# ---- field_merge_sched ----
`src/rtl/field_merge_sched.sv`:
```
// Field-order merge scheduler: grants one decoder lane per output FIFO push,
// in ascending protobuf field-index order, with round-robin tie-break and watchdog.
module field_merge_sched #(
    parameter int NUM_SRC        = 4,
    parameter int IDX_W          = 10,
    parameter int TIMEOUT_CYCLES = 256
) (
    input  logic                     clk,
    input  logic                     reset,
    input  logic                     restart,
    input  logic                     out_fifo_full,
    output logic                     out_fifo_clr,
    output logic                     out_fifo_push,
    input  logic [NUM_SRC-1:0]       src_valid,
    input  logic [NUM_SRC*IDX_W-1:0] src_index_q,
    output logic [NUM_SRC-1:0]       src_enable,
    output logic [NUM_SRC-1:0]       src_accepted,
    output logic [IDX_W-1:0]         out_index,
    output logic                     busy,
    output logic                     timeout_err
);

    localparam int PTR_W = (NUM_SRC > 1) ? $clog2(NUM_SRC) : 1;
    localparam int CNT_W = $clog2(TIMEOUT_CYCLES) + 1;

    typedef enum logic [3:0] {
        S_INIT  = 4'b0001,
        S_WAIT  = 4'b0010,
        S_GRANT = 4'b0100,
        S_ERROR = 4'b1000
    } state_e;

    state_e             state_q, state_d;
    logic [IDX_W-1:0]   out_index_q, out_index_d;
    logic [PTR_W-1:0]   rr_ptr_q, rr_ptr_d;
    logic [CNT_W-1:0]   stall_cnt_q, stall_cnt_d;
    logic               timeout_err_q, timeout_err_d;
    logic [NUM_SRC-1:0] sel_q, sel_d;
    logic               inc_q, inc_d;
    logic [PTR_W-1:0]   win_q, win_d;

    logic [IDX_W-1:0]   idx_next;
    logic [IDX_W-1:0]   lane_idx;
    logic [NUM_SRC-1:0] eq_m, nx_m, cand;
    logic               have_win, found;
    logic [PTR_W-1:0]   win_idx;
    logic [NUM_SRC-1:0] win_oh;
    logic [PTR_W:0]     pos;
    logic               stall_hit;
    logic               gnt_go;

    // Lane classification against the current and the next field index.
    always_comb begin
        idx_next = out_index_q + IDX_W'(1);
        lane_idx = '0;
        eq_m     = '0;
        nx_m     = '0;
        for (int i = 0; i < NUM_SRC; i++) begin
            lane_idx = src_index_q[i*IDX_W +: IDX_W];
            eq_m[i]  = src_valid[i] && (lane_idx == out_index_q);
            nx_m[i]  = src_valid[i] && (lane_idx == idx_next);
        end
        cand     = (|eq_m) ? eq_m : nx_m;
        have_win = |cand;
    end

    // First candidate at or above rr_ptr, wrapping around.
    always_comb begin
        found   = 1'b0;
        win_idx = '0;
        pos     = '0;
        for (int k = 0; k < NUM_SRC; k++) begin
            pos = {1'b0, rr_ptr_q} + (PTR_W+1)'(k);
            if (pos >= (PTR_W+1)'(NUM_SRC)) begin
                pos = pos - (PTR_W+1)'(NUM_SRC);
            end
            if (!found && cand[pos[PTR_W-1:0]]) begin
                found   = 1'b1;
                win_idx = pos[PTR_W-1:0];
            end
        end
        win_oh          = '0;
        win_oh[win_idx] = 1'b1;
    end

    assign stall_hit = (stall_cnt_q == CNT_W'(TIMEOUT_CYCLES - 1));
    assign gnt_go    = (state_q == S_GRANT) && !restart;

    always_ff @(posedge clk) begin
        if (reset) begin
            state_q <= S_INIT;
        end else begin
            state_q <= state_d;
        end
    end

    always_comb begin
        state_d = state_q;
        if (restart) begin
            state_d = S_INIT;
        end else begin
            unique case (state_q)
                S_INIT:  state_d = S_WAIT;
                S_WAIT: begin
                    if (!out_fifo_full && have_win) begin
                        state_d = S_GRANT;
                    end else if (!out_fifo_full && (|src_valid) && stall_hit) begin
                        state_d = S_ERROR;
                    end
                end
                S_GRANT: state_d = S_WAIT;
                S_ERROR: state_d = S_INIT;
                default: state_d = S_INIT;
            endcase
        end
    end

    always_comb begin
        out_fifo_clr  = (state_q == S_INIT);
        out_fifo_push = gnt_go;
        src_enable    = gnt_go ? sel_q : '0;
        src_accepted  = gnt_go ? sel_q : '0;
        busy          = (state_q == S_WAIT) || (state_q == S_GRANT);
        out_index     = out_index_q;
        timeout_err   = timeout_err_q;
    end

    // Datapath registers; a restart freezes everything except the sticky flag.
    always_comb begin
        out_index_d   = out_index_q;
        rr_ptr_d      = rr_ptr_q;
        stall_cnt_d   = stall_cnt_q;
        timeout_err_d = timeout_err_q;
        sel_d         = sel_q;
        inc_d         = inc_q;
        win_d         = win_q;
        if (state_q == S_ERROR) begin
            timeout_err_d = 1'b1;
        end
        if (!restart) begin
            unique case (state_q)
                S_INIT: begin
                    out_index_d = '0;
                    stall_cnt_d = '0;
                end
                S_WAIT: begin
                    if (!out_fifo_full) begin
                        if (have_win) begin
                            sel_d = win_oh;
                            inc_d = ~(|eq_m);
                            win_d = win_idx;
                        end else if (|src_valid) begin
                            stall_cnt_d = stall_cnt_q + CNT_W'(1);
                        end else begin
                            stall_cnt_d = '0;
                        end
                    end
                end
                S_GRANT: begin
                    if (inc_q) begin
                        out_index_d = out_index_q + IDX_W'(1);
                    end
                    rr_ptr_d = (win_q == PTR_W'(NUM_SRC - 1)) ? '0 : win_q + PTR_W'(1);
                    stall_cnt_d = '0;
                end
                S_ERROR: ;
                default: ;
            endcase
        end
    end

    always_ff @(posedge clk) begin
        if (reset) begin
            out_index_q   <= '0;
            rr_ptr_q      <= '0;
            stall_cnt_q   <= '0;
            timeout_err_q <= 1'b0;
            sel_q         <= '0;
            inc_q         <= 1'b0;
            win_q         <= '0;
        end else begin
            out_index_q   <= out_index_d;
            rr_ptr_q      <= rr_ptr_d;
            stall_cnt_q   <= stall_cnt_d;
            timeout_err_q <= timeout_err_d;
            sel_q         <= sel_d;
            inc_q         <= inc_d;
            win_q         <= win_d;
        end
    end

endmodule
```
`config.mk`:
```
export PLATFORM = sky130hd
export DESIGN_NAME = field_merge_sched
export DESIGN_NICKNAME = d
export VERILOG_FILES = /design/src/rtl/field_merge_sched.sv
export SDC_FILE = /design/constraint.sdc
export NUM_CORES = 1
export LEC_CHECK = 0
export CAP_MARGIN = 20
export CORE_MARGIN = 5
export CORE_UTILIZATION = 30
export DETAILED_ROUTE_END_ITERATION = 8
export GPL_TIMING_DRIVEN = 0
export PLACE_DENSITY = 0.54
export SETUP_SLACK_MARGIN = 0.15
export SKIP_CTS_REPAIR_TIMING = 1
export SLEW_MARGIN = 20
export SYNTH_ARGS = -nofsm -noshare
export SYNTH_HDL_FRONTEND = slang
export SYNTH_SLANG_ARGS = --single-unit
```
`constraint.sdc`:
```
create_clock -name clk -period 3.4 [get_ports clk]
set_clock_uncertainty 0.2 [all_clocks]
set_input_delay 0.68 -clock clk [delete_from_list [all_inputs] [get_ports clk]]
set_output_delay 0.68 -clock clk [all_outputs]
set_load 0.02 [all_outputs]
```
# ---- cache_ctrl_nway ----
$ cat config.mk
export PLATFORM = sky130hd
export DESIGN_NAME = cache_ctrl_nway
export DESIGN_NICKNAME = d
export VERILOG_FILES = /design/src/rtl/cache_ctrl_nway.sv
export SDC_FILE = /design/constraint.sdc
export NUM_CORES = 1
export LEC_CHECK = 0
export ABC_AREA = 1
export CORE_ASPECT_RATIO = 0.5
export CORE_MARGIN = 8
export CORE_UTILIZATION = 50
export CTS_BUF_LIST = sky130_fd_sc_hd__clkbuf_8
export CTS_CLUSTER_DIAMETER = 50
export DETAILED_ROUTE_END_ITERATION = 10
export PLACE_DENSITY = 0.87
export SYNTH_ARGS = -nofsm -noshare
export SYNTH_HDL_FRONTEND = slang
export SYNTH_SLANG_ARGS = --single-unit
$ cat constraint.sdc
create_clock -name clk -period 4.2 [get_ports clk]
set_clock_uncertainty 0.15 [all_clocks]
set_input_delay 0.63 -clock clk [delete_from_list [all_inputs] [get_ports clk]]
set_output_delay 0.63 -clock clk [all_outputs]
set_load 0.05 [all_outputs]
$ cat src/rtl/cache_ctrl_nway.sv
// Control unit for an N-way set-associative write-back/write-allocate cache:
// per-set tree PLRU, miss and write-back sequencing, saturating counters.
module cache_ctrl_nway #(
  parameter  int unsigned WAYS  = 4,
  parameter  int unsigned SETS  = 8,
  parameter  int unsigned CNT_W = 32,
  localparam int unsigned WAY_W = $clog2(WAYS),
  localparam int unsigned SET_W = $clog2(SETS)
) (
  input  logic             clk,
  input  logic             reset,
  input  logic             mem_read,
  input  logic             mem_write,
  input  logic [SET_W-1:0] set_idx,
  input  logic [WAYS-1:0]  hit_vec,
  input  logic [WAYS-1:0]  valid_vec,
  input  logic [WAYS-1:0]  dirty_vec,
  input  logic             pmem_resp,
  input  logic             clr_counters,
  output logic             mem_resp,
  output logic             pmem_read,
  output logic             pmem_write,
  output logic [WAY_W-1:0] way_sel,
  output logic             pmem_addr_sel,
  output logic             load_line,
  output logic             set_dirty,
  output logic [CNT_W-1:0] hit_count,
  output logic [CNT_W-1:0] miss_count,
  output logic [CNT_W-1:0] wb_count
);

  localparam int unsigned NODES = WAYS - 1;

  localparam logic [1:0] CHECK      = 2'd0;
  localparam logic [1:0] WRITE_BACK = 2'd1;
  localparam logic [1:0] ALLOCATE   = 2'd2;

  localparam logic [CNT_W-1:0] CNT_MAX = '1;

  logic [1:0]       state_q, state_d;
  logic [WAY_W-1:0] victim_q, victim_d;
  logic             miss_pending_q, miss_pending_d;
  logic [NODES-1:0] plru_q [SETS];
  logic [NODES-1:0] plru_rd, plru_d;
  logic [CNT_W-1:0] hit_cnt_q, hit_cnt_d;
  logic [CNT_W-1:0] miss_cnt_q, miss_cnt_d;
  logic [CNT_W-1:0] wb_cnt_q, wb_cnt_d;

  logic             req, hit;
  logic             hit_inc, miss_inc, wb_inc;
  logic [WAY_W-1:0] hit_way, inv_way, walk_way, victim_c;

  assign req     = mem_read | mem_write;
  assign hit     = |hit_vec;
  assign plru_rd = plru_q[set_idx];

  // Lowest-index hit way; multi-hot vectors resolve to the lowest bit.
  always_comb begin : hit_encode
    hit_way = '0;
    for (int i = WAYS - 1; i >= 0; i--) begin
      if (hit_vec[i]) hit_way = WAY_W'(i);
    end
  end

  // Lowest-index invalid way, used before the tree once a set is not full.
  always_comb begin : invalid_encode
    inv_way = '0;
    for (int i = WAYS - 1; i >= 0; i--) begin
      if (!valid_vec[i]) inv_way = WAY_W'(i);
    end
  end

  // Tree walk: level l node for prefix p is (2^l - 1) + p; bit 1 steers right.
  always_comb begin : plru_walk
    walk_way = '0;
    for (int l = 0; l < int'(WAY_W); l++) begin
      for (int p = 0; p < (1 << l); p++) begin
        if ((walk_way >> (WAY_W - l)) == WAY_W'(p))
          walk_way[WAY_W-1-l] = plru_rd[(1 << l) - 1 + p];
      end
    end
  end

  assign victim_c = (&valid_vec) ? walk_way : inv_way;

  // Point every node on the path to way_sel away from it.
  always_comb begin : plru_next
    plru_d = plru_rd;
    for (int l = 0; l < int'(WAY_W); l++) begin
      for (int p = 0; p < (1 << l); p++) begin
        if ((way_sel >> (WAY_W - l)) == WAY_W'(p))
          plru_d[(1 << l) - 1 + p] = ~way_sel[WAY_W-1-l];
      end
    end
  end

  // Next state and outputs; everything is forced low while reset is high.
  always_comb begin : fsm_comb
    state_d        = state_q;
    victim_d       = victim_q;
    miss_pending_d = miss_pending_q;
    mem_resp       = 1'b0;
    pmem_read      = 1'b0;
    pmem_write     = 1'b0;
    way_sel        = '0;
    pmem_addr_sel  = 1'b0;
    load_line      = 1'b0;
    set_dirty      = 1'b0;
    hit_inc        = 1'b0;
    miss_inc       = 1'b0;
    wb_inc         = 1'b0;
    if (!reset) begin
      unique case (state_q)
        CHECK: begin
          way_sel = hit ? hit_way : victim_c;
          if (req) begin
            if (hit) begin
              mem_resp  = 1'b1;
              set_dirty = mem_write;
            end else begin
              victim_d       = victim_c;
              miss_pending_d = 1'b1;
              miss_inc       = 1'b1;
              state_d        = (valid_vec[victim_c] & dirty_vec[victim_c]) ? WRITE_BACK
                                                                            : ALLOCATE;
            end
          end
        end
        WRITE_BACK: begin
          pmem_write    = 1'b1;
          pmem_addr_sel = 1'b1;
          way_sel       = victim_q;
          if (pmem_resp) begin
            wb_inc  = 1'b1;
            state_d = ALLOCATE;
          end
        end
        ALLOCATE: begin
          pmem_read = 1'b1;
          way_sel   = victim_q;
          if (pmem_resp) begin
            load_line = 1'b1;
            state_d   = CHECK;
          end
        end
        default: state_d = CHECK;
      endcase
      hit_inc = mem_resp & ~miss_pending_q;
      if (mem_resp) miss_pending_d = 1'b0;
    end
  end

  // Saturating counters; a clear wins over any increment in the same cycle.
  always_comb begin : counter_next
    hit_cnt_d  = hit_cnt_q;
    miss_cnt_d = miss_cnt_q;
    wb_cnt_d   = wb_cnt_q;
    if (clr_counters) begin
      hit_cnt_d  = '0;
      miss_cnt_d = '0;
      wb_cnt_d   = '0;
    end else begin
      if (hit_inc && (hit_cnt_q != CNT_MAX))   hit_cnt_d  = hit_cnt_q + CNT_W'(1);
      if (miss_inc && (miss_cnt_q != CNT_MAX)) miss_cnt_d = miss_cnt_q + CNT_W'(1);
      if (wb_inc && (wb_cnt_q != CNT_MAX))     wb_cnt_d   = wb_cnt_q + CNT_W'(1);
    end
  end

  always_ff @(posedge clk or posedge reset) begin : state_regs
    if (reset) begin
      state_q        <= CHECK;
      victim_q       <= '0;
      miss_pending_q <= 1'b0;
      hit_cnt_q      <= '0;
      miss_cnt_q     <= '0;
      wb_cnt_q       <= '0;
      for (int s = 0; s < int'(SETS); s++) plru_q[s] <= '0;
    end else begin
      state_q        <= state_d;
      victim_q       <= victim_d;
      miss_pending_q <= miss_pending_d;
      hit_cnt_q      <= hit_cnt_d;
      miss_cnt_q     <= miss_cnt_d;
      wb_cnt_q       <= wb_cnt_d;
      if (mem_resp) plru_q[set_idx] <= plru_d;
    end
  end

  assign hit_count  = hit_cnt_q;
  assign miss_count = miss_cnt_q;
  assign wb_count   = wb_cnt_q;

endmodule

# ---- btn_event_ctrl ----
**config.mk**
```make
export PLATFORM = sky130hd
export DESIGN_NAME = btn_event_ctrl
export DESIGN_NICKNAME = d
export VERILOG_FILES = /design/src/rtl/btn_event_ctrl_pkg.sv /design/src/rtl/btn_event_ctrl_tick_gen.sv /design/src/rtl/btn_event_ctrl.sv
export SDC_FILE = /design/constraint.sdc
export NUM_CORES = 1
export LEC_CHECK = 0
export CORE_MARGIN = 3
export CORE_UTILIZATION = 39
export DETAILED_ROUTE_END_ITERATION = 8
export SYNTH_ARGS = -nofsm -noshare
export SYNTH_HDL_FRONTEND = slang
export SYNTH_SLANG_ARGS = --single-unit
```
**constraint.sdc**
```tcl
create_clock -name iClk -period 2 [get_ports iClk]
set_input_delay 0.4 -clock iClk [delete_from_list [all_inputs] [get_ports iClk]]
set_output_delay 0.4 -clock iClk [all_outputs]
set_load 0.01 [all_outputs]
```
**src/rtl/btn_event_ctrl_pkg.sv**
```systemverilog
// Shared constants for the button event controller: button count, FSM encodings, helpers.
// Latency: n/a (compile-time only).
// Backpressure: n/a.
package btn_event_ctrl_pkg;

  localparam int NUM_BTN = 4;
  localparam int OWN_W   = $clog2(NUM_BTN);

  typedef logic [OWN_W-1:0] own_t;

  localparam logic [1:0] ST_IDLE     = 2'd0;
  localparam logic [1:0] ST_PRESS    = 2'd1;
  localparam logic [1:0] ST_HOLD     = 2'd2;
  localparam logic [1:0] ST_WAIT_REL = 2'd3;

  // Lowest set index wins; scanning downward lets the last hit be the lowest.
  function automatic own_t lowest_set(input logic [NUM_BTN-1:0] v);
    own_t r;
    r = '0;
    for (int i = NUM_BTN - 1; i >= 0; i--) begin
      if (v[i]) r = own_t'(i);
    end
    return r;
  endfunction

  function automatic int max_int(input int a, input int b);
    return (a > b) ? a : b;
  endfunction

endpackage

```
**src/rtl/btn_event_ctrl_tick_gen.sv**
```systemverilog
// Free-running prescaler: counts 0..TICK_CNT-1 and flags the wrap cycle as a tick.
// Latency: oTick is a decode of the counter register, high for one cycle every TICK_CNT cycles.
// Backpressure: none; runs unconditionally.
module tick_gen #(
  parameter int TICK_CNT = 100000
) (
  input  logic iClk,
  input  logic iRst,
  output logic oTick
);

  localparam int CW = (TICK_CNT > 1) ? $clog2(TICK_CNT) : 1;
  localparam logic [CW-1:0] LAST = CW'(TICK_CNT - 1);

  logic [CW-1:0] cnt;

  // Wrap at TICK_CNT-1 so the period is exactly TICK_CNT cycles.
  always_ff @(posedge iClk or posedge iRst) begin
    if (iRst) begin
      cnt <= '0;
    end else if (cnt == LAST) begin
      cnt <= '0;
    end else begin
      cnt <= cnt + CW'(1);
    end
  end

  assign oTick = (cnt == LAST);

endmodule

```
**src/rtl/btn_event_ctrl.sv**
```systemverilog
// Button event controller: turns debounced levels into short / long / auto-repeat pulses.
// Latency: every event pulse is registered, one cycle after the qualifying iBtn sample or tick.
// Backpressure: none; events are fire-and-forget one-cycle pulses.
module btn_event_ctrl
  import btn_event_ctrl_pkg::*;
#(
  parameter int TICK_CNT   = 100000,
  parameter int LONG_TICKS = 1000,
  parameter int RPT_TICKS  = 200
) (
  input  logic               iClk,
  input  logic               iRst,
  input  logic [NUM_BTN-1:0] iBtn,
  output logic [NUM_BTN-1:0] oShort,
  output logic [NUM_BTN-1:0] oLong,
  output logic [NUM_BTN-1:0] oRpt,
  output logic               oBusy
);

  localparam int HW = $clog2(max_int(LONG_TICKS, RPT_TICKS) + 1);
  localparam logic [HW-1:0] LONG_LAST = HW'(LONG_TICKS - 1);
  localparam logic [HW-1:0] RPT_LAST  = HW'(RPT_TICKS - 1);

  logic              tick;
  logic [1:0]        state, nxt_state;
  own_t              owner, nxt_owner;
  logic [HW-1:0]     hold_cnt, nxt_cnt;
  logic [NUM_BTN-1:0] nxt_short, nxt_long, nxt_rpt;
  logic [NUM_BTN-1:0] owner_oh;
  logic              owner_held;

  tick_gen #(.TICK_CNT(TICK_CNT)) u_tick (
    .iClk  (iClk),
    .iRst  (iRst),
    .oTick (tick)
  );

  assign owner_oh   = NUM_BTN'(1) << owner;
  assign owner_held = iBtn[owner];

  // Next-state and event decode; release is tested before the tick so it wins ties.
  always_comb begin
    nxt_state = state;
    nxt_owner = owner;
    nxt_cnt   = hold_cnt;
    nxt_short = '0;
    nxt_long  = '0;
    nxt_rpt   = '0;
    case (state)
      ST_IDLE: begin
        if (|iBtn) begin
          nxt_owner = lowest_set(iBtn);
          nxt_cnt   = '0;
          nxt_state = ST_PRESS;
        end
      end
      ST_PRESS: begin
        if (!owner_held) begin
          nxt_short = owner_oh;
          nxt_state = ST_WAIT_REL;
        end else if (tick) begin
          if (hold_cnt == LONG_LAST) begin
            nxt_long  = owner_oh;
            nxt_cnt   = '0;
            nxt_state = ST_HOLD;
          end else begin
            nxt_cnt = hold_cnt + HW'(1);
          end
        end
      end
      ST_HOLD: begin
        if (!owner_held) begin
          nxt_state = ST_WAIT_REL;
        end else if (tick) begin
          if (hold_cnt == RPT_LAST) begin
            nxt_rpt = owner_oh;
            nxt_cnt = '0;
          end else begin
            nxt_cnt = hold_cnt + HW'(1);
          end
        end
      end
      ST_WAIT_REL: begin
        if (iBtn == '0) nxt_state = ST_IDLE;
      end
      default: nxt_state = ST_IDLE;
    endcase
  end

  // State, counters and registered outputs; reset discards any press in flight.
  always_ff @(posedge iClk or posedge iRst) begin
    if (iRst) begin
      state    <= ST_IDLE;
      owner    <= '0;
      hold_cnt <= '0;
      oShort   <= '0;
      oLong    <= '0;
      oRpt     <= '0;
      oBusy    <= 1'b0;
    end else begin
      state    <= nxt_state;
      owner    <= nxt_owner;
      hold_cnt <= nxt_cnt;
      oShort   <= nxt_short;
      oLong    <= nxt_long;
      oRpt     <= nxt_rpt;
      oBusy    <= (nxt_state != ST_IDLE);
    end
  end

endmodule

```
field_merge_sched, clock wires, drivers and flops:
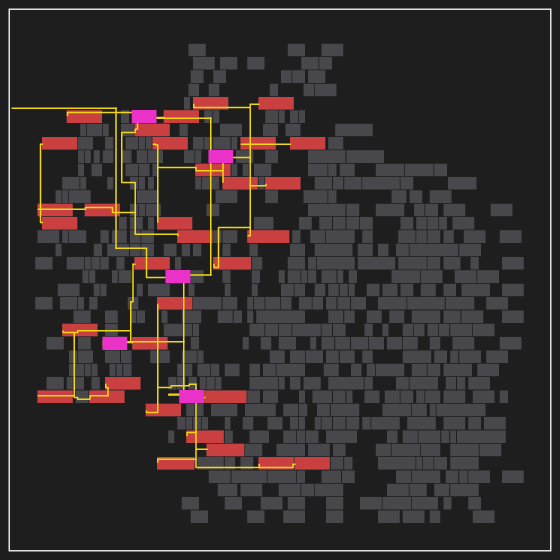
[magenta] clock-net drivers | count: 5
[yellow] clock wires | length: 534 um
[red] flip-flops | count: 33
routed clock nets	6

field_merge_sched, routed metal, one colour a layer:
Bar = 20 um.
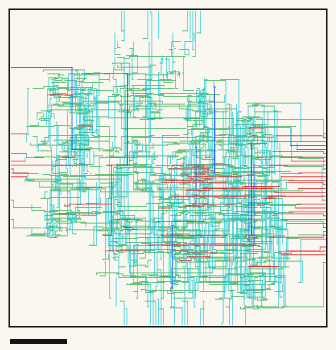
colour	layer	wire length
green	M1	4820 um
blue	M4	239 um
red	M3	917 um
cyan	M2	5540 um
All-Layer GR Usage: 17.4%
vias post-DR: 3418
Routed WL: 11500 um

==> Changelog: implementation, field_merge_sched <==
## Flow update

* DIE HEIGHT at 110 um
* Max reg flops at 10
* Row count at 36
* Post-synth EDFFs at 0
* Mapped Nets at 436
* Post-synth ARST share at 0%
* Top-count cell post-synth: xnor2_1
* Fin Setup TNS at 0 ns
* ClkCell Share at 1.75%
* Placed Instances at 586
* Overall power at 916 uW
* Final ANT Viol Nets at 0
* Dominant register cell: dfxtp_1
* Comb pwr share at 24.1%
* DP HPWL at 7870 um
* Clock Pin Slew Worst Setup and Hold Paths at 0.08 ns
* Final hold violation count at 0
* Non-clk bufs at 140
* Sw Pwr at 276 uW
* Clk pwr share at 33.4%
* CP endpoint kind: flop
* Clock net power at 306 uW
* Routed wire per std cell at 18.1 um
* Commonest Layout Cell: dlymetal6s2s_1
* Max Slew Vio Count at 0
* Ys Warns at 0
* Fin worst setup slack at 0.187 ns
* Fin util at 50.4%
* GR Layer Usage met3 at 3.32%
* Register share after synthesis at 22.0%
* CTS H-Tree Depth at 2
* Net Sw Frac at 30.1%
* Syn Area/Cell at 7.84 um2
* Chip Area at 12100 um2
* Drt via density at 5.37
* Crit-path max FO at 7
* Pwr top: registers
* Cells in synth_stat.txt at 384
* Status: completed
* RD Place Congestion at 0.930
* Hold Worst Slack at 0.252 ns
* Clock sink count at 33
* Vias in the first global route at 3214
* YS chip area at 3010 um2
-- field_merge_sched: critical path: cells and delay by family (launching register included) --
family,cells,cell delay [ns]
flops,1,0.36
simple gates,5,1.52
buf+inv,1,0.14
compound gates,4,0.92
-- field_merge_sched: final timing paths --
check                from        to  cells past startpoint
max          out_index[2]  sel_q[1]                     10
min              sel_q[3]  sel_q[3]                      2
max reg2reg  out_index[2]  sel_q[1]                     10
min reg2reg      sel_q[3]  sel_q[3]                      2
btn_event_ctrl, clock wires, drivers and flops:
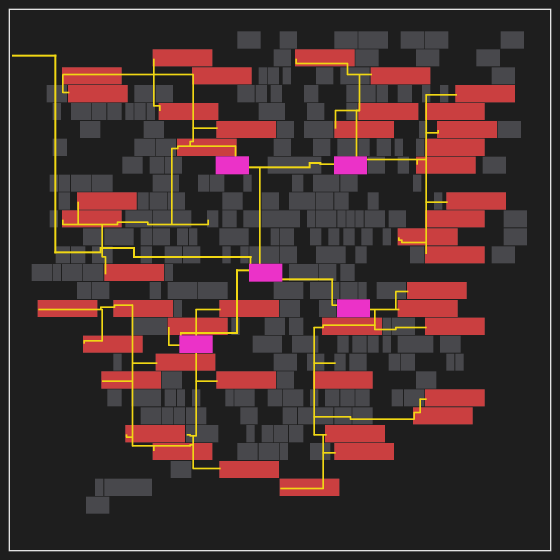
[red] flip-flops | count: 44
[yellow] clock wires | length: 538 um
[magenta] clock-net drivers | count: 5
flops lie	all over the die

btn_event_ctrl, placement by cell class:
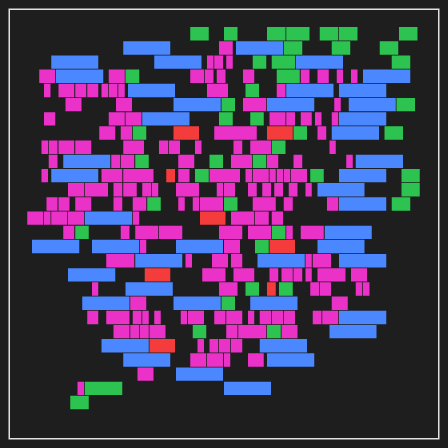
colour	class	cells	share of their area
magenta	remaining logic cells	166	42%
blue	registers	44	40%
green	remaining buffers and delay cells	44	14%
red	clock drivers and dummy loads	8	3.4%

==> Changelog: implementation, btn_event_ctrl <==
## Flow update

* Cells on worst reg2reg path at 7
* Pre-Repair DR Iteration Count at 4
* Static Leak at 1.32 nW
* Fin util at 51.4%
* Clock net power at 568 uW
* Critical path launch point type: input pin
* Final ANT Viol Nets at 0
* Critical Path AT at 2.12 ns
* Vias in the first global route at 1690
* Fin worst setup slack at 0.0596 ns
* Commonest cells post-synth: dfrtp_1, nor2_1, nand2_1, and3_1, nand3_1
* Logic power comb at 1.34 mW
* Largest net degree at the start of global routing at 45
* Clk pwr share at 19.4%
* Reg power frac at 34.8%
* Drt via density at 5.33
* # fillers at 526
* Routed wire per std cell at 14.1 um
* Tool warnings at 31
* Clock sink count at 44
* Placed Instances at 320
* Skew final at 0.00453 ns
* Net Sw Frac at 36.6%
* Biggest registers after layout: u_tick.cnt (17), hold_cnt (10)
* Final hold violation count at 0
* Largest area contributor in the netlist: dfrtp_1
* Worst slew pin tran at 0.309 ns
* Peak Freq at 515 MHz
* Synth mux share at 2.11%
* Initial antenna violation count at 0
* Status: completed
* Sw Pwr at 1.07 mW
* Non-filler cells in the finished layout at 334
* Die width at 82.1 um
* Dominant register cell: dfrtp_1
* Area contributors post-synth: dfrtp_1, ha_1, nor2_1, a22o_1, xnor2_1
* Port Buffer Count at 18
* CP Launch Point: iBtn[0]
* CP top delay family: simple AND/OR/NAND/NOR gates
* Top Layout Cells: dfrtp_1, buf_4, nor2_1, clkdlybuf4s50_1, nand2_1
* Unique masters post-synth at 45
* CTS max path bufs at 2
* Routed WL at 4700 um
* Worst path cell trace: clkdlybuf4s50_1 -> or4_4 -> a31oi_1 -> and4_1 -> o21ai_2 -> or2_1
* Top-count cell post-synth: dfrtp_1
* Vias post-DR at 1781
* Gr ovfl total at 0
* Commonest Layout Cell: dfrtp_1
* Dominant comb cell: simple AND/OR/NAND/NOR gates
* Post-synth EDFFs at 0
* Hold Worst Slack at 0.407 ns
* Mapped Nets at 227
* Ratio of cells with drive above 1 in the final layout at 21.4%
* Syn Area/Cell at 10.6 um2
* Syn Std Cell Area at 2260 um2
-- btn_event_ctrl: routing by layer --
metal | vias to the layer above | GRT usage [%] | routed length, um
met5 | - | 0 | 0
li1 | 877 | - | -
met2 | 28 | 24.2 | 2180
met1 | 872 | 21.3 | 2330
met4 | 0 | 3.99 | 39
met3 | 4 | 4.28 | 148
-- btn_event_ctrl: area by class of cell --
type,count,area (um2),area share [%]
clock inverter,2,10.0,0.351
inverter,7,26.3,0.922
multi-input combinational,159,1140,40.2
tap,72,90.1,3.16
timing repair buffer,44,395,13.9
clock buffer,6,82.6,2.90
sequential,44,1100,38.6
cache_ctrl_nway, placement by cell class:
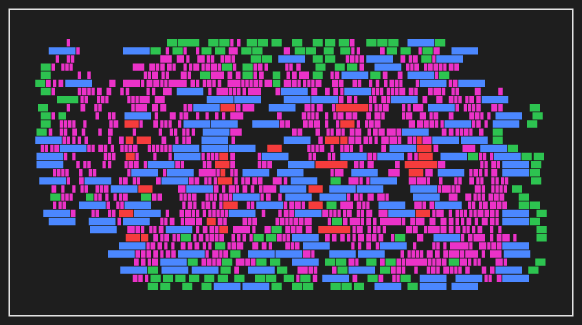
colour	class	cells	share of their area
red	clock drivers and dummy loads	31	4.8%
green	remaining buffers and delay cells	128	14%
blue	registers	125	35%
magenta	remaining logic cells	867	46%

cache_ctrl_nway, routed metal, one colour a layer:
Bar = 50 um.
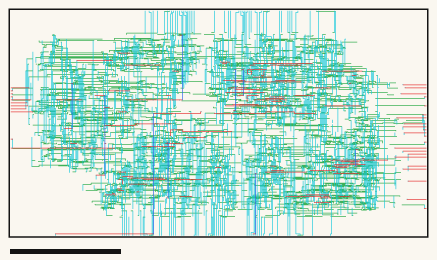
colour	layer	wire length
cyan	M2	10200 um
red	M3	1120 um
green	M1	9290 um
blue	M4	230 um
Routed WL: 20900 um
Routed wire per std cell: 15.5 um
All-Layer GR Usage: 21.9%

==> Changelog: implementation, cache_ctrl_nway <==
## Flow update

* Status: completed
* Finished Cell Area at 9260 um2
* CLK BUF at 18
* Dominant register cell: dfrtp_1
* DRC at 0
* GR Layer Usage met3 at 3.85%
* Startpoint of the worst hold path: plru_q[1]
* Syn Std Cell Area at 7410 um2
* CP endpoint kind: output pin
* CTS buffer count at 17
* Initial antenna violation count at 0
* Commonest cells post-synth: nand2_1, inv_1, dfrtp_1, nor2_1, nand3_1
* Non-clk bufs at 128
* Static Leak at 3.89 nW
* Aoi share at 11.9%
* Row count at 31
## cache_ctrl_nway: flip-flops by register name, summed over array words and instances (netlist names)
| signal | cells |
|---|---|
| plru_q | 24 |
| miss_pending_q | 1 |
| miss_count | 32 |
| state_q | 2 |
| victim_q | 2 |
| wb_count | 32 |
| hit_count | 32 |
## cache_ctrl_nway: routing by layer
metal	up-vias	wire, um
li1	3565	-
met1	3468	9290
met2	223	10200
met3	21	1120
met4	0	229
met5	-	0

==> gallery <==
Power grid.
image #1
Bar = 50 um. Pins as bars on the die edge.
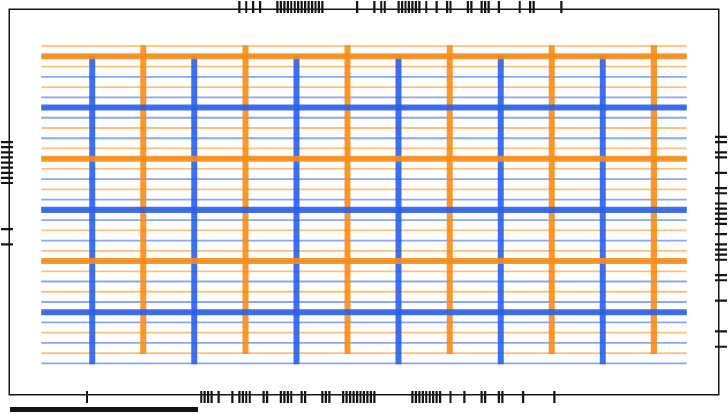
image #2
Bar = 20 um. Pins as bars on the die edge.
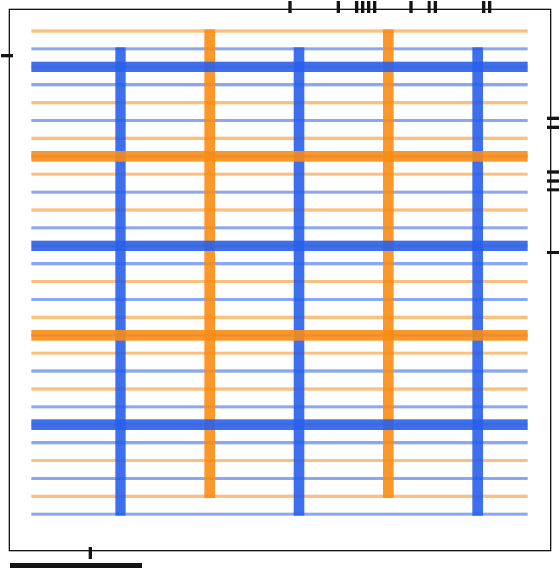
image #3
Bar = 20 um. Pins as bars on the die edge.
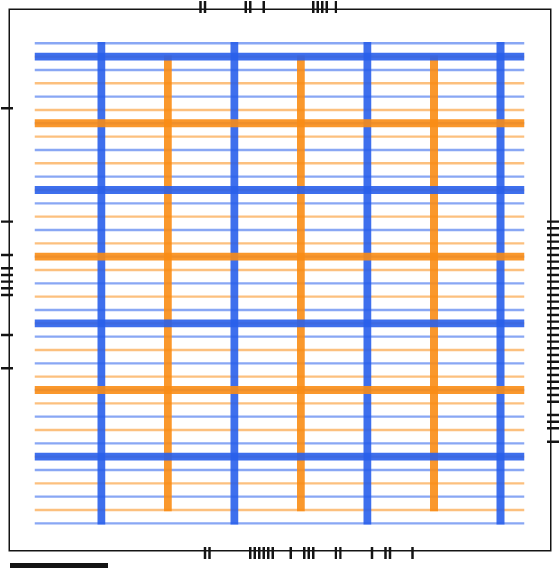
Image #2 is btn_event_ctrl.
Image #1 is cache_ctrl_nway.
Image #3 is field_merge_sched.
The one with the largest die is image #1.
The one with the fewest pins is image #2.

Key to image #1:
colour	net
blue	VSS
orange	VDD
met1 rails	32
met5 straps	6


# ---- decrypt_byte_packer ----
### config.mk
export PLATFORM = sky130hd
export DESIGN_NAME = decrypt_byte_packer
export DESIGN_NICKNAME = d
export VERILOG_FILES = /design/src/rtl/decrypt_byte_packer.sv
export SDC_FILE = /design/constraint.sdc
export NUM_CORES = 1
export LEC_CHECK = 0
export ABC_CLOCK_PERIOD_IN_PS = 3750
export CAP_MARGIN = 20
export CORE_MARGIN = 5
export CORE_UTILIZATION = 41
export CTS_CLUSTER_SIZE = 40
export DETAILED_ROUTE_END_ITERATION = 12
export GPL_TIMING_DRIVEN = 0
export MAX_ROUTING_LAYER = met4
export SYNTH_ARGS = -nofsm -noshare
export SYNTH_HDL_FRONTEND = slang
export SYNTH_SLANG_ARGS = --single-unit
export TNS_END_PERCENT = 1
### constraint.sdc
create_clock -name clk -period 3.75 [get_ports clk]
set_input_delay 0.75 -clock clk [delete_from_list [all_inputs] [get_ports clk]]
set_output_delay 0.75 -clock clk [all_outputs]
set_load 0.1 [all_outputs]
### src/rtl/decrypt_byte_packer.sv
// Packs a decrypted byte stream little-endian into 32-bit words and queues them
// in a small FIFO with a ready/valid word interface and a sticky overflow flag.
module decrypt_byte_packer #(
  parameter int unsigned DEPTH = 4
) (
  input  logic                     clk,
  input  logic                     rst,
  input  logic [7:0]               din,
  input  logic                     din_v,
  input  logic                     flush,
  output logic [31:0]              dout,
  output logic [2:0]               dout_nbytes,
  output logic                     dout_v,
  input  logic                     dout_rdy,
  output logic                     ovf,
  output logic [$clog2(DEPTH):0]   level
);

  localparam int unsigned AW = $clog2(DEPTH);
  localparam int unsigned LW = AW + 1;

  typedef struct packed {
    logic [2:0]  nbytes;
    logic [31:0] data;
  } entry_t;

  logic [1:0]    cnt_q, cnt_d;
  logic [23:0]   part_q, part_d;
  logic [31:0]   word_c;
  logic [2:0]    nbytes_c;
  logic          push_c;

  logic [LW-1:0] wr_ptr_q, wr_ptr_d;
  logic [LW-1:0] rd_ptr_q, rd_ptr_d;
  logic [LW-1:0] level_c;
  logic          full_c, pop_c, accept_c, drop_c;
  logic          ovf_q, ovf_d;
  entry_t        mem_q [DEPTH];

  // Packer: merge the incoming byte into its lane and decide whether a word closes.
  always_comb begin
    word_c   = {8'h00, part_q};
    nbytes_c = 3'(cnt_q) + 3'(din_v);
    cnt_d    = cnt_q;
    part_d   = part_q;
    if (din_v) begin
      case (cnt_q)
        2'd0:    word_c[7:0]   = din;
        2'd1:    word_c[15:8]  = din;
        2'd2:    word_c[23:16] = din;
        default: word_c[31:24] = din;
      endcase
    end
    push_c = (din_v && (cnt_q == 2'd3)) || (flush && (nbytes_c != 3'd0));
    if (push_c) begin
      cnt_d  = 2'd0;
      part_d = 24'h000000;
    end else if (din_v) begin
      cnt_d  = cnt_q + 2'd1;
      part_d = word_c[23:0];
    end
  end

  // FIFO control: a pop in the same cycle frees the slot a full-time push needs.
  always_comb begin
    level_c  = wr_ptr_q - rd_ptr_q;
    full_c   = (level_c == LW'(DEPTH));
    pop_c    = (level_c != '0) && dout_rdy;
    accept_c = push_c && (!full_c || pop_c);
    drop_c   = push_c && full_c && !pop_c;
    wr_ptr_d = wr_ptr_q + LW'(accept_c);
    rd_ptr_d = rd_ptr_q + LW'(pop_c);
    ovf_d    = ovf_q | drop_c;
  end

  always_ff @(posedge clk or negedge rst) begin
    if (!rst) begin
      cnt_q    <= 2'd0;
      part_q   <= 24'h000000;
      wr_ptr_q <= '0;
      rd_ptr_q <= '0;
      ovf_q    <= 1'b0;
      for (int i = 0; i < int'(DEPTH); i++) begin
        mem_q[i] <= '0;
      end
    end else begin
      cnt_q    <= cnt_d;
      part_q   <= part_d;
      wr_ptr_q <= wr_ptr_d;
      rd_ptr_q <= rd_ptr_d;
      ovf_q    <= ovf_d;
      if (accept_c) begin
        mem_q[wr_ptr_q[AW-1:0]] <= '{nbytes: nbytes_c, data: word_c};
      end
    end
  end

  assign dout        = mem_q[rd_ptr_q[AW-1:0]].data;
  assign dout_nbytes = mem_q[rd_ptr_q[AW-1:0]].nbytes;
  assign dout_v      = (level_c != '0);
  assign level       = level_c;
  assign ovf         = ovf_q;

endmodule

# ---- jtsdram_readback ----
`src/rtl/jtsdram_pkg.sv`:
```
// Shared definitions for the SDRAM writer and readback blocks: word-index
// geometry, sweep state encoding and the per-bank expected-data selector.
package jtsdram_pkg;

   localparam int WORD_W = 24;   // {ba[1:0], addr[21:0]}
   localparam int ADDR_W = 22;
   localparam int BA_W   = 2;
   localparam int DATA_W = 16;
   localparam int CNT_W  = 16;

   typedef logic [WORD_W-1:0] word_idx_t;

   typedef enum logic [1:0] {
      ST_IDLE = 2'd0,
      ST_REQ  = 2'd1,
      ST_CMP  = 2'd2,
      ST_FIN  = 2'd3
   } sweep_state_t;

   // Picks the expected word of the bank currently being addressed.
   function automatic logic [DATA_W-1:0] bank_sel(
      input logic [BA_W-1:0]   ba,
      input logic [DATA_W-1:0] d0,
      input logic [DATA_W-1:0] d1,
      input logic [DATA_W-1:0] d2,
      input logic [DATA_W-1:0] d3
   );
      case (ba)
         2'd0:    bank_sel = d0;
         2'd1:    bank_sel = d1;
         2'd2:    bank_sel = d2;
         default: bank_sel = d3;
      endcase
   endfunction

endpackage

```
`src/rtl/jtsdram_cmp.sv`:
```
// Readback comparator: captures the expected and the read word, flags a
// mismatch, counts mismatches (saturating) and remembers the first bad word.
module jtsdram_cmp
   import jtsdram_pkg::*;
(
   input  logic              clk,
   input  logic              rst,
   input  logic              i_clr,      // start of a new sweep
   input  logic              i_req,      // FSM is in REQ
   input  logic              i_ack,      // accepted read acknowledge
   input  logic              i_cmp,      // FSM is in CMP
   input  word_idx_t         i_word,
   input  logic [BA_W-1:0]   i_ba,
   input  logic [DATA_W-1:0] i_ba0_data,
   input  logic [DATA_W-1:0] i_ba1_data,
   input  logic [DATA_W-1:0] i_ba2_data,
   input  logic [DATA_W-1:0] i_ba3_data,
   input  logic [DATA_W-1:0] i_dout,
   output logic              o_mismatch,
   output logic              o_error,
   output logic [CNT_W-1:0]  o_err_cnt,
   output word_idx_t         o_first_err
);

   logic [DATA_W-1:0] r_exp;
   logic [DATA_W-1:0] r_rd;
   logic              r_error;
   logic [CNT_W-1:0]  r_err_cnt;
   word_idx_t         r_first_err;
   logic [DATA_W-1:0] w_exp;

   assign w_exp       = bank_sel(i_ba, i_ba0_data, i_ba1_data, i_ba2_data, i_ba3_data);
   assign o_mismatch  = (r_rd != r_exp);
   assign o_error     = r_error;
   assign o_err_cnt   = r_err_cnt;
   assign o_first_err = r_first_err;

   // Capture the expected word every REQ cycle (the last one, on the ack cycle,
   // is what CMP sees) and the SDRAM word on the accepted acknowledge.
   // NOTE: sequential state uses non-blocking assignments so every register
   // samples pre-edge values regardless of statement order.
   always_ff @(posedge clk or posedge rst) begin
      if (rst) begin
         r_exp <= '0;
         r_rd  <= '0;
      end else begin
         if (i_req) r_exp <= w_exp;
         if (i_ack) r_rd  <= i_dout;
      end
   end

   // Error bookkeeping: sticky flag, saturating count, first failing index.
   always_ff @(posedge clk or posedge rst) begin
      if (rst) begin
         r_error     <= 1'b0;
         r_err_cnt   <= '0;
         r_first_err <= '0;
      end else if (i_clr) begin
         r_error     <= 1'b0;
         r_err_cnt   <= '0;
         r_first_err <= '0;
      end else if (i_cmp && o_mismatch) begin
         r_error <= 1'b1;
         if (r_err_cnt != {CNT_W{1'b1}}) r_err_cnt <= r_err_cnt + 1'b1;
         if (!r_error) r_first_err <= i_word;
      end
   end

endmodule

```
`src/rtl/jtsdram_readback.sv`:
```
// SDRAM readback checker: sweeps word indices 0..LAST_WORD, reads each word
// and compares it against the per-bank expected data.
module jtsdram_readback
   import jtsdram_pkg::*;
#(
   parameter bit        STOP_ON_ERR = 1'b0,
   parameter word_idx_t LAST_WORD   = 24'hFF_FFFF
) (
   input  logic              clk,
   input  logic              rst,
   input  logic              start,
   output logic              busy,
   output logic              done,
   output logic              error,
   output logic [CNT_W-1:0]  err_cnt,
   output word_idx_t         first_err,
   input  logic [DATA_W-1:0] ba0_data,
   input  logic [DATA_W-1:0] ba1_data,
   input  logic [DATA_W-1:0] ba2_data,
   input  logic [DATA_W-1:0] ba3_data,
   output logic [ADDR_W-1:0] prog_addr,
   output logic [BA_W-1:0]   prog_ba,
   output logic              prog_rd,
   output logic              prog_we,
   output logic [1:0]        prog_mask,
   input  logic [DATA_W-1:0] prog_dout,
   input  logic              prog_rdy
);

   sweep_state_t r_state;
   word_idx_t    r_word;
   logic         r_prog_rd;
   logic         r_busy;
   logic         r_done;
   logic         w_req;
   logic         w_ack;
   logic         w_cmp;
   logic         w_mismatch;

   assign w_req = (r_state == ST_REQ);
   // Only an acknowledge to a read actually on the bus counts; stray or stale
   // acknowledges (e.g. from an aborted read) are dropped.
   assign w_ack = w_req && r_prog_rd && prog_rdy;
   assign w_cmp = (r_state == ST_CMP);

   assign prog_ba   = r_word[WORD_W-1 -: BA_W];
   assign prog_addr = r_word[ADDR_W-1:0];
   assign prog_rd   = r_prog_rd;
   assign prog_we   = 1'b0;
   assign prog_mask = 2'b00;
   assign busy      = r_busy;
   assign done      = r_done;

   // Sweep FSM with the word counter and registered handshake/status outputs.
   always_ff @(posedge clk or posedge rst) begin
      if (rst) begin
         r_state   <= ST_IDLE;
         r_word    <= '0;
         r_prog_rd <= 1'b0;
         r_busy    <= 1'b0;
         r_done    <= 1'b0;
      end else if (start) begin
         // Restart from any state; prog_rd stays low for one REQ cycle.
         r_state   <= ST_REQ;
         r_word    <= '0;
         r_prog_rd <= 1'b0;
         r_busy    <= 1'b1;
         r_done    <= 1'b0;
      end else begin
         case (r_state)
            ST_IDLE: ;
            ST_REQ: begin
               if (w_ack) begin
                  r_prog_rd <= 1'b0;
                  r_state   <= ST_CMP;
               end else begin
                  r_prog_rd <= 1'b1;
               end
            end
            ST_CMP: begin
               if (STOP_ON_ERR && w_mismatch) begin
                  r_state <= ST_FIN;
               end else if (r_word == LAST_WORD) begin
                  r_state <= ST_FIN;
               end else begin
                  r_word    <= r_word + 1'b1;   // addr carry rolls into ba
                  r_prog_rd <= 1'b1;
                  r_state   <= ST_REQ;
               end
            end
            ST_FIN: begin
               r_busy  <= 1'b0;
               r_done  <= 1'b1;
               r_state <= ST_IDLE;
            end
            default: r_state <= ST_IDLE;
         endcase
      end
   end

   jtsdram_cmp u_cmp (
      .clk         (clk),
      .rst         (rst),
      .i_clr       (start),
      .i_req       (w_req),
      .i_ack       (w_ack),
      .i_cmp       (w_cmp),
      .i_word      (r_word),
      .i_ba        (prog_ba),
      .i_ba0_data  (ba0_data),
      .i_ba1_data  (ba1_data),
      .i_ba2_data  (ba2_data),
      .i_ba3_data  (ba3_data),
      .i_dout      (prog_dout),
      .o_mismatch  (w_mismatch),
      .o_error     (error),
      .o_err_cnt   (err_cnt),
      .o_first_err (first_err)
   );

endmodule

```
`config.mk`:
```
export PLATFORM = sky130hd
export DESIGN_NAME = jtsdram_readback
export DESIGN_NICKNAME = d
export VERILOG_FILES = /design/src/rtl/jtsdram_pkg.sv /design/src/rtl/jtsdram_cmp.sv /design/src/rtl/jtsdram_readback.sv
export SDC_FILE = /design/constraint.sdc
export NUM_CORES = 1
export LEC_CHECK = 0
export ABC_AREA = 0
export CORE_MARGIN = 5
export CORE_UTILIZATION = 52
export CTS_CLUSTER_DIAMETER = 200
export DETAILED_ROUTE_END_ITERATION = 6
export PLACE_DENSITY = 0.88
export SLEW_MARGIN = 40
export SYNTH_ARGS = -nofsm -noshare
export SYNTH_HDL_FRONTEND = slang
export SYNTH_SLANG_ARGS = --single-unit
export TNS_END_PERCENT = 5
```
`constraint.sdc`:
```
create_clock -name clk -period 9.5 [get_ports clk]
set_input_delay 2.375 -clock clk [delete_from_list [all_inputs] [get_ports clk]]
set_output_delay 2.375 -clock clk [all_outputs]
set_load 0.05 [all_outputs]
```

## Gallery

Power grid.
shot_01.png
Bar = 20 um. Pins as bars on the die edge.
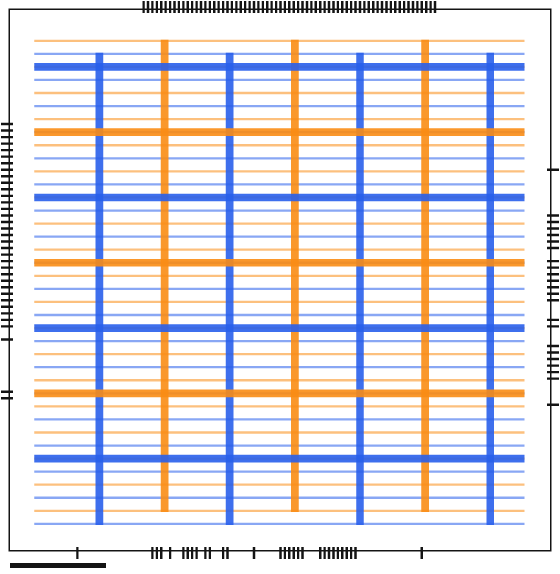
shot_02.png
Bar = 50 um. Pins as bars on the die edge.
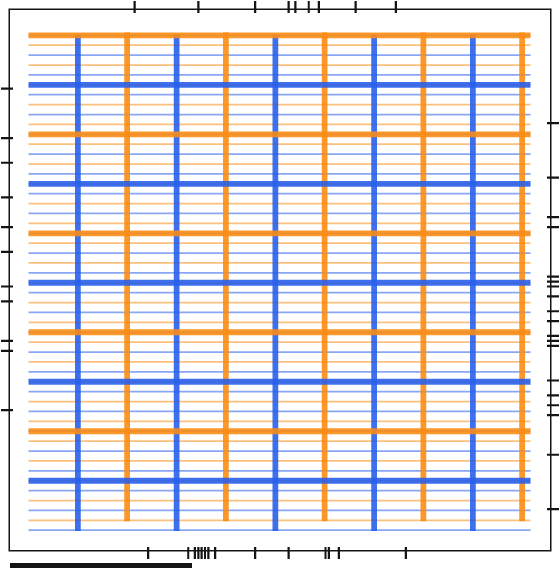
shot_02.png is decrypt_byte_packer.
shot_01.png is jtsdram_readback.
The one with the most pins is shot_01.png.
The one with the largest die is shot_02.png.

Key to shot_01.png:
colour	net
orange	VDD
blue	VSS
met1 rails	38
rows	37
met4 straps	7
signal pins	155
met5 straps	7

jtsdram_readback, routed metal, one colour a layer:
Bar = 20 um.
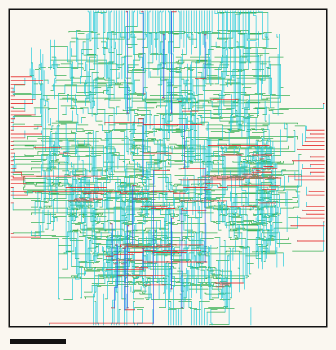
colour	layer	wire length
green	M1	5810 um
cyan	M2	7510 um
red	M3	981 um
blue	M4	439 um

==> Changelog: implementation, jtsdram_readback <==
## Flow update

* Gr ovfl total at 0
* Critical path type: input pin to flop
* Clock sink count at 102
* Cells after Synth at 505
* HP Class: flop to flop
* Reg2reg start: r_state[0]
* GRT met1 Usage at 29.4%
* DRC at 0
* WHS Path Cells at 2
* Dominant comb cell: multiplexers
* Skew final at 0.00850 ns
* Fin worst setup slack at 5.08 ns
* Initial antenna violation count at 0
* Synth mux share at 18.6%
* Hold-fix buffers, CTS at 0
* Worst Hold Path EP: done
* Pre-Repair DR Iteration Count at 5
* Gr busiest metal: met2
* Top-count cell post-synth: dfrtp_1
* RSZ-0062 raised after global routing: no
* Crit-path max FO at 47
* Syn Std Cell Area at 5460 um2
* Unique masters post-synth at 58
* CP endpoint kind: flop
* Flop2flop setup slack at 6.99 ns
* CTS H-Tree Depth at 3
* DIE HEIGHT at 112 um
* R2r endpoint: r_word[6]
* Ratio of cells with drive above 1 in the final layout at 12.9%
* # fillers at 757
* Nets at 733
* Routed WL at 14700 um
* Crit path DRT at 9.75 ns
* Non-filler cells in the finished layout at 785
* Fa+ha+maj area frac at 1.15%
* All-Layer GR Usage at 23.1%
* Latency at later pin at 0.36 ns
* Top routing layer used: met4
* Finished Cell Area at 7260 um2
* Die width at 112 um
* Status: completed
* Max Slew Vio Count at 0
* Dominant register cell: dfrtp_1
* Critical path launch point type: input pin
* Pre-CTS setup slack at 4.76 ns
* GR Layer Usage met3 at 4.26%
* Top Layout Cells: clkdlybuf4s50_1, dfrtp_1, nand2_1, mux2_2, nor2_1
-- jtsdram_readback: cell type report --
cell class	count	share of cell area, %
multi-input combinational	357	37.4
sequential	102	35.1
timing repair buffer	161	21.9
tap	136	2.34
clock buffer	13	1.91
inverter	13	0.706
clock inverter	3	0.620
-- jtsdram_readback: worst max-delay path by stage --
stage	from	cells past startpoint	to
after detailed placement	start	7	r_word[6]
after CTS	start	7	r_word[6]
final	start	7	r_word[6]
after global placement	start	7	r_word[6]
after global routing	start	7	r_word[6]
after floorplan	rst	1	busy
decrypt_byte_packer, placement by cell class:
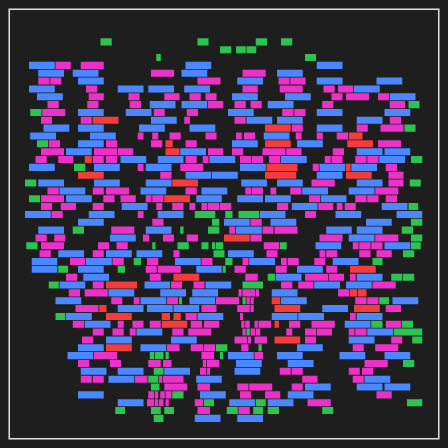
colour	class	cells	share of their area
blue	registers	173	48%
red	clock drivers and dummy loads	32	6.8%
green	remaining buffers and delay cells	81	8.9%
magenta	remaining logic cells	277	37%
fin util: 49.9%
Finished Cell Area: 9370 um2
row count: 50
Core Region: 18800 um2
flop share of the area: 46.2%

==> Changelog: implementation, decrypt_byte_packer <==
## Flow update

* Slowest stage cell, crit path: clkdlybuf4s50_1
* Ratio of cells with drive above 1 in the final layout at 50.6%
* Gate Area at 3290 um2
* Cells in synth_stat.txt at 478
* Placed cell area at 8700 um2
* Crit-path max FO at 4
* Final hold violation count at 0
* Gr busiest metal: met2
* Top-count cell post-synth: dfrtp_1
* Status: completed
* Max incr delay on CP at 1.12 ns
* Slew HR at 34.2%
* Latency at later pin at 0.43 ns
* Cells after Synth at 478
* Register share after synthesis at 55.1%
* Grt met2 use at 26.5%
* Clock sink count at 173
* Crit path top cell by count: inv_1
* DR iter-0 viols at 237
* Area contributors post-synth: dfrtp_1, mux2_2, mux4_2, mux2_4, nor2b_1
* Inverters at 8
* Num sequential at 173
* RSZ-0062 raised after global routing: no
* Chip Area at 22000 um2
* Cycle use final at 96.0%
* Pre-Repair DR Iteration Count at 4
* CTS tree: done
* Mapped Nets at 503
* CTS max path bufs at 2
* # fillers at 1587
* GR Layer Usage met3 at 3.23%
* Critical path launch point type: flop
* Routed wire per std cell at 21.1 um
* Simple Share, Synth at 3.98%
* Port Buffer Count at 52
* Placed Instances at 765
* Worst path bufs/invs at 3
* GRT met1 Usage at 22.9%
* First-pass GRT wire length at 27600 um
* Die width at 148 um
* Tapcells at 234
decrypt_byte_packer: worst paths after layout:
kind	start	to	slack [ns]	cells after the start
worst max-delay path	wr_ptr_q[0]	level[1]	0.15	5
worst max register to register	cnt_q[0]	wr_ptr_q[2]	0.63	10
min in group clk	ovf	ovf	0.46	1
worst min register to register	ovf	ovf	0.46	1
max in group asynchronous	rst	mem_q[43]	2.60	2
worst min-delay path	rst	mem_q[130]	0.33	1
decrypt_byte_packer: sequential cells by signal (all words and copies together) (netlist names):
register / count
part_q: 24
cnt_q: 2
wr_ptr_q: 3
rd_ptr_q: 3
mem_q: 140
ovf: 1


==> screenshots <==
Clock wires, drivers and flops.
panel A
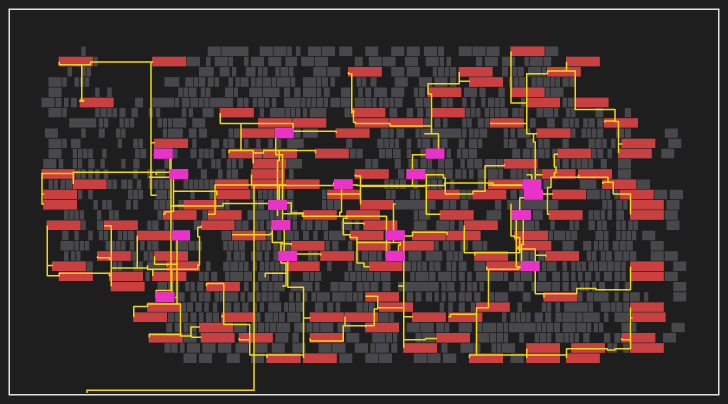
panel B
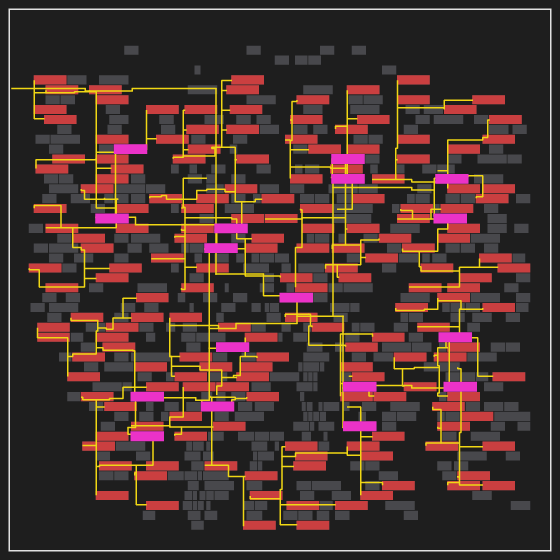
panel C
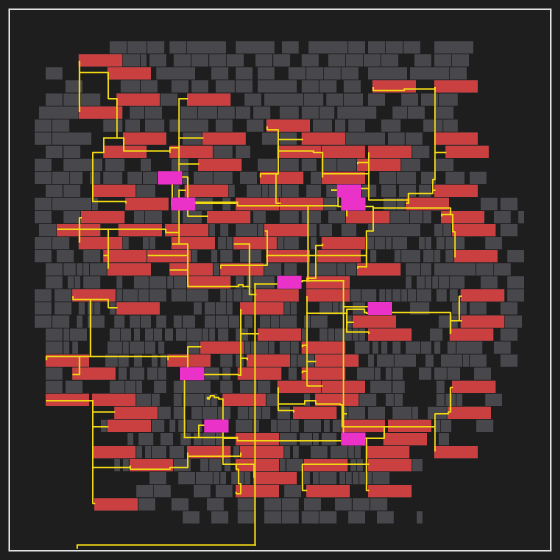
| from | picture |
|---|---|
| jtsdram_readback | panel C |
| decrypt_byte_packer | panel B |
| cache_ctrl_nway | panel A |

Power figures rest on the tool's default switching activity, not on a simulated workload.
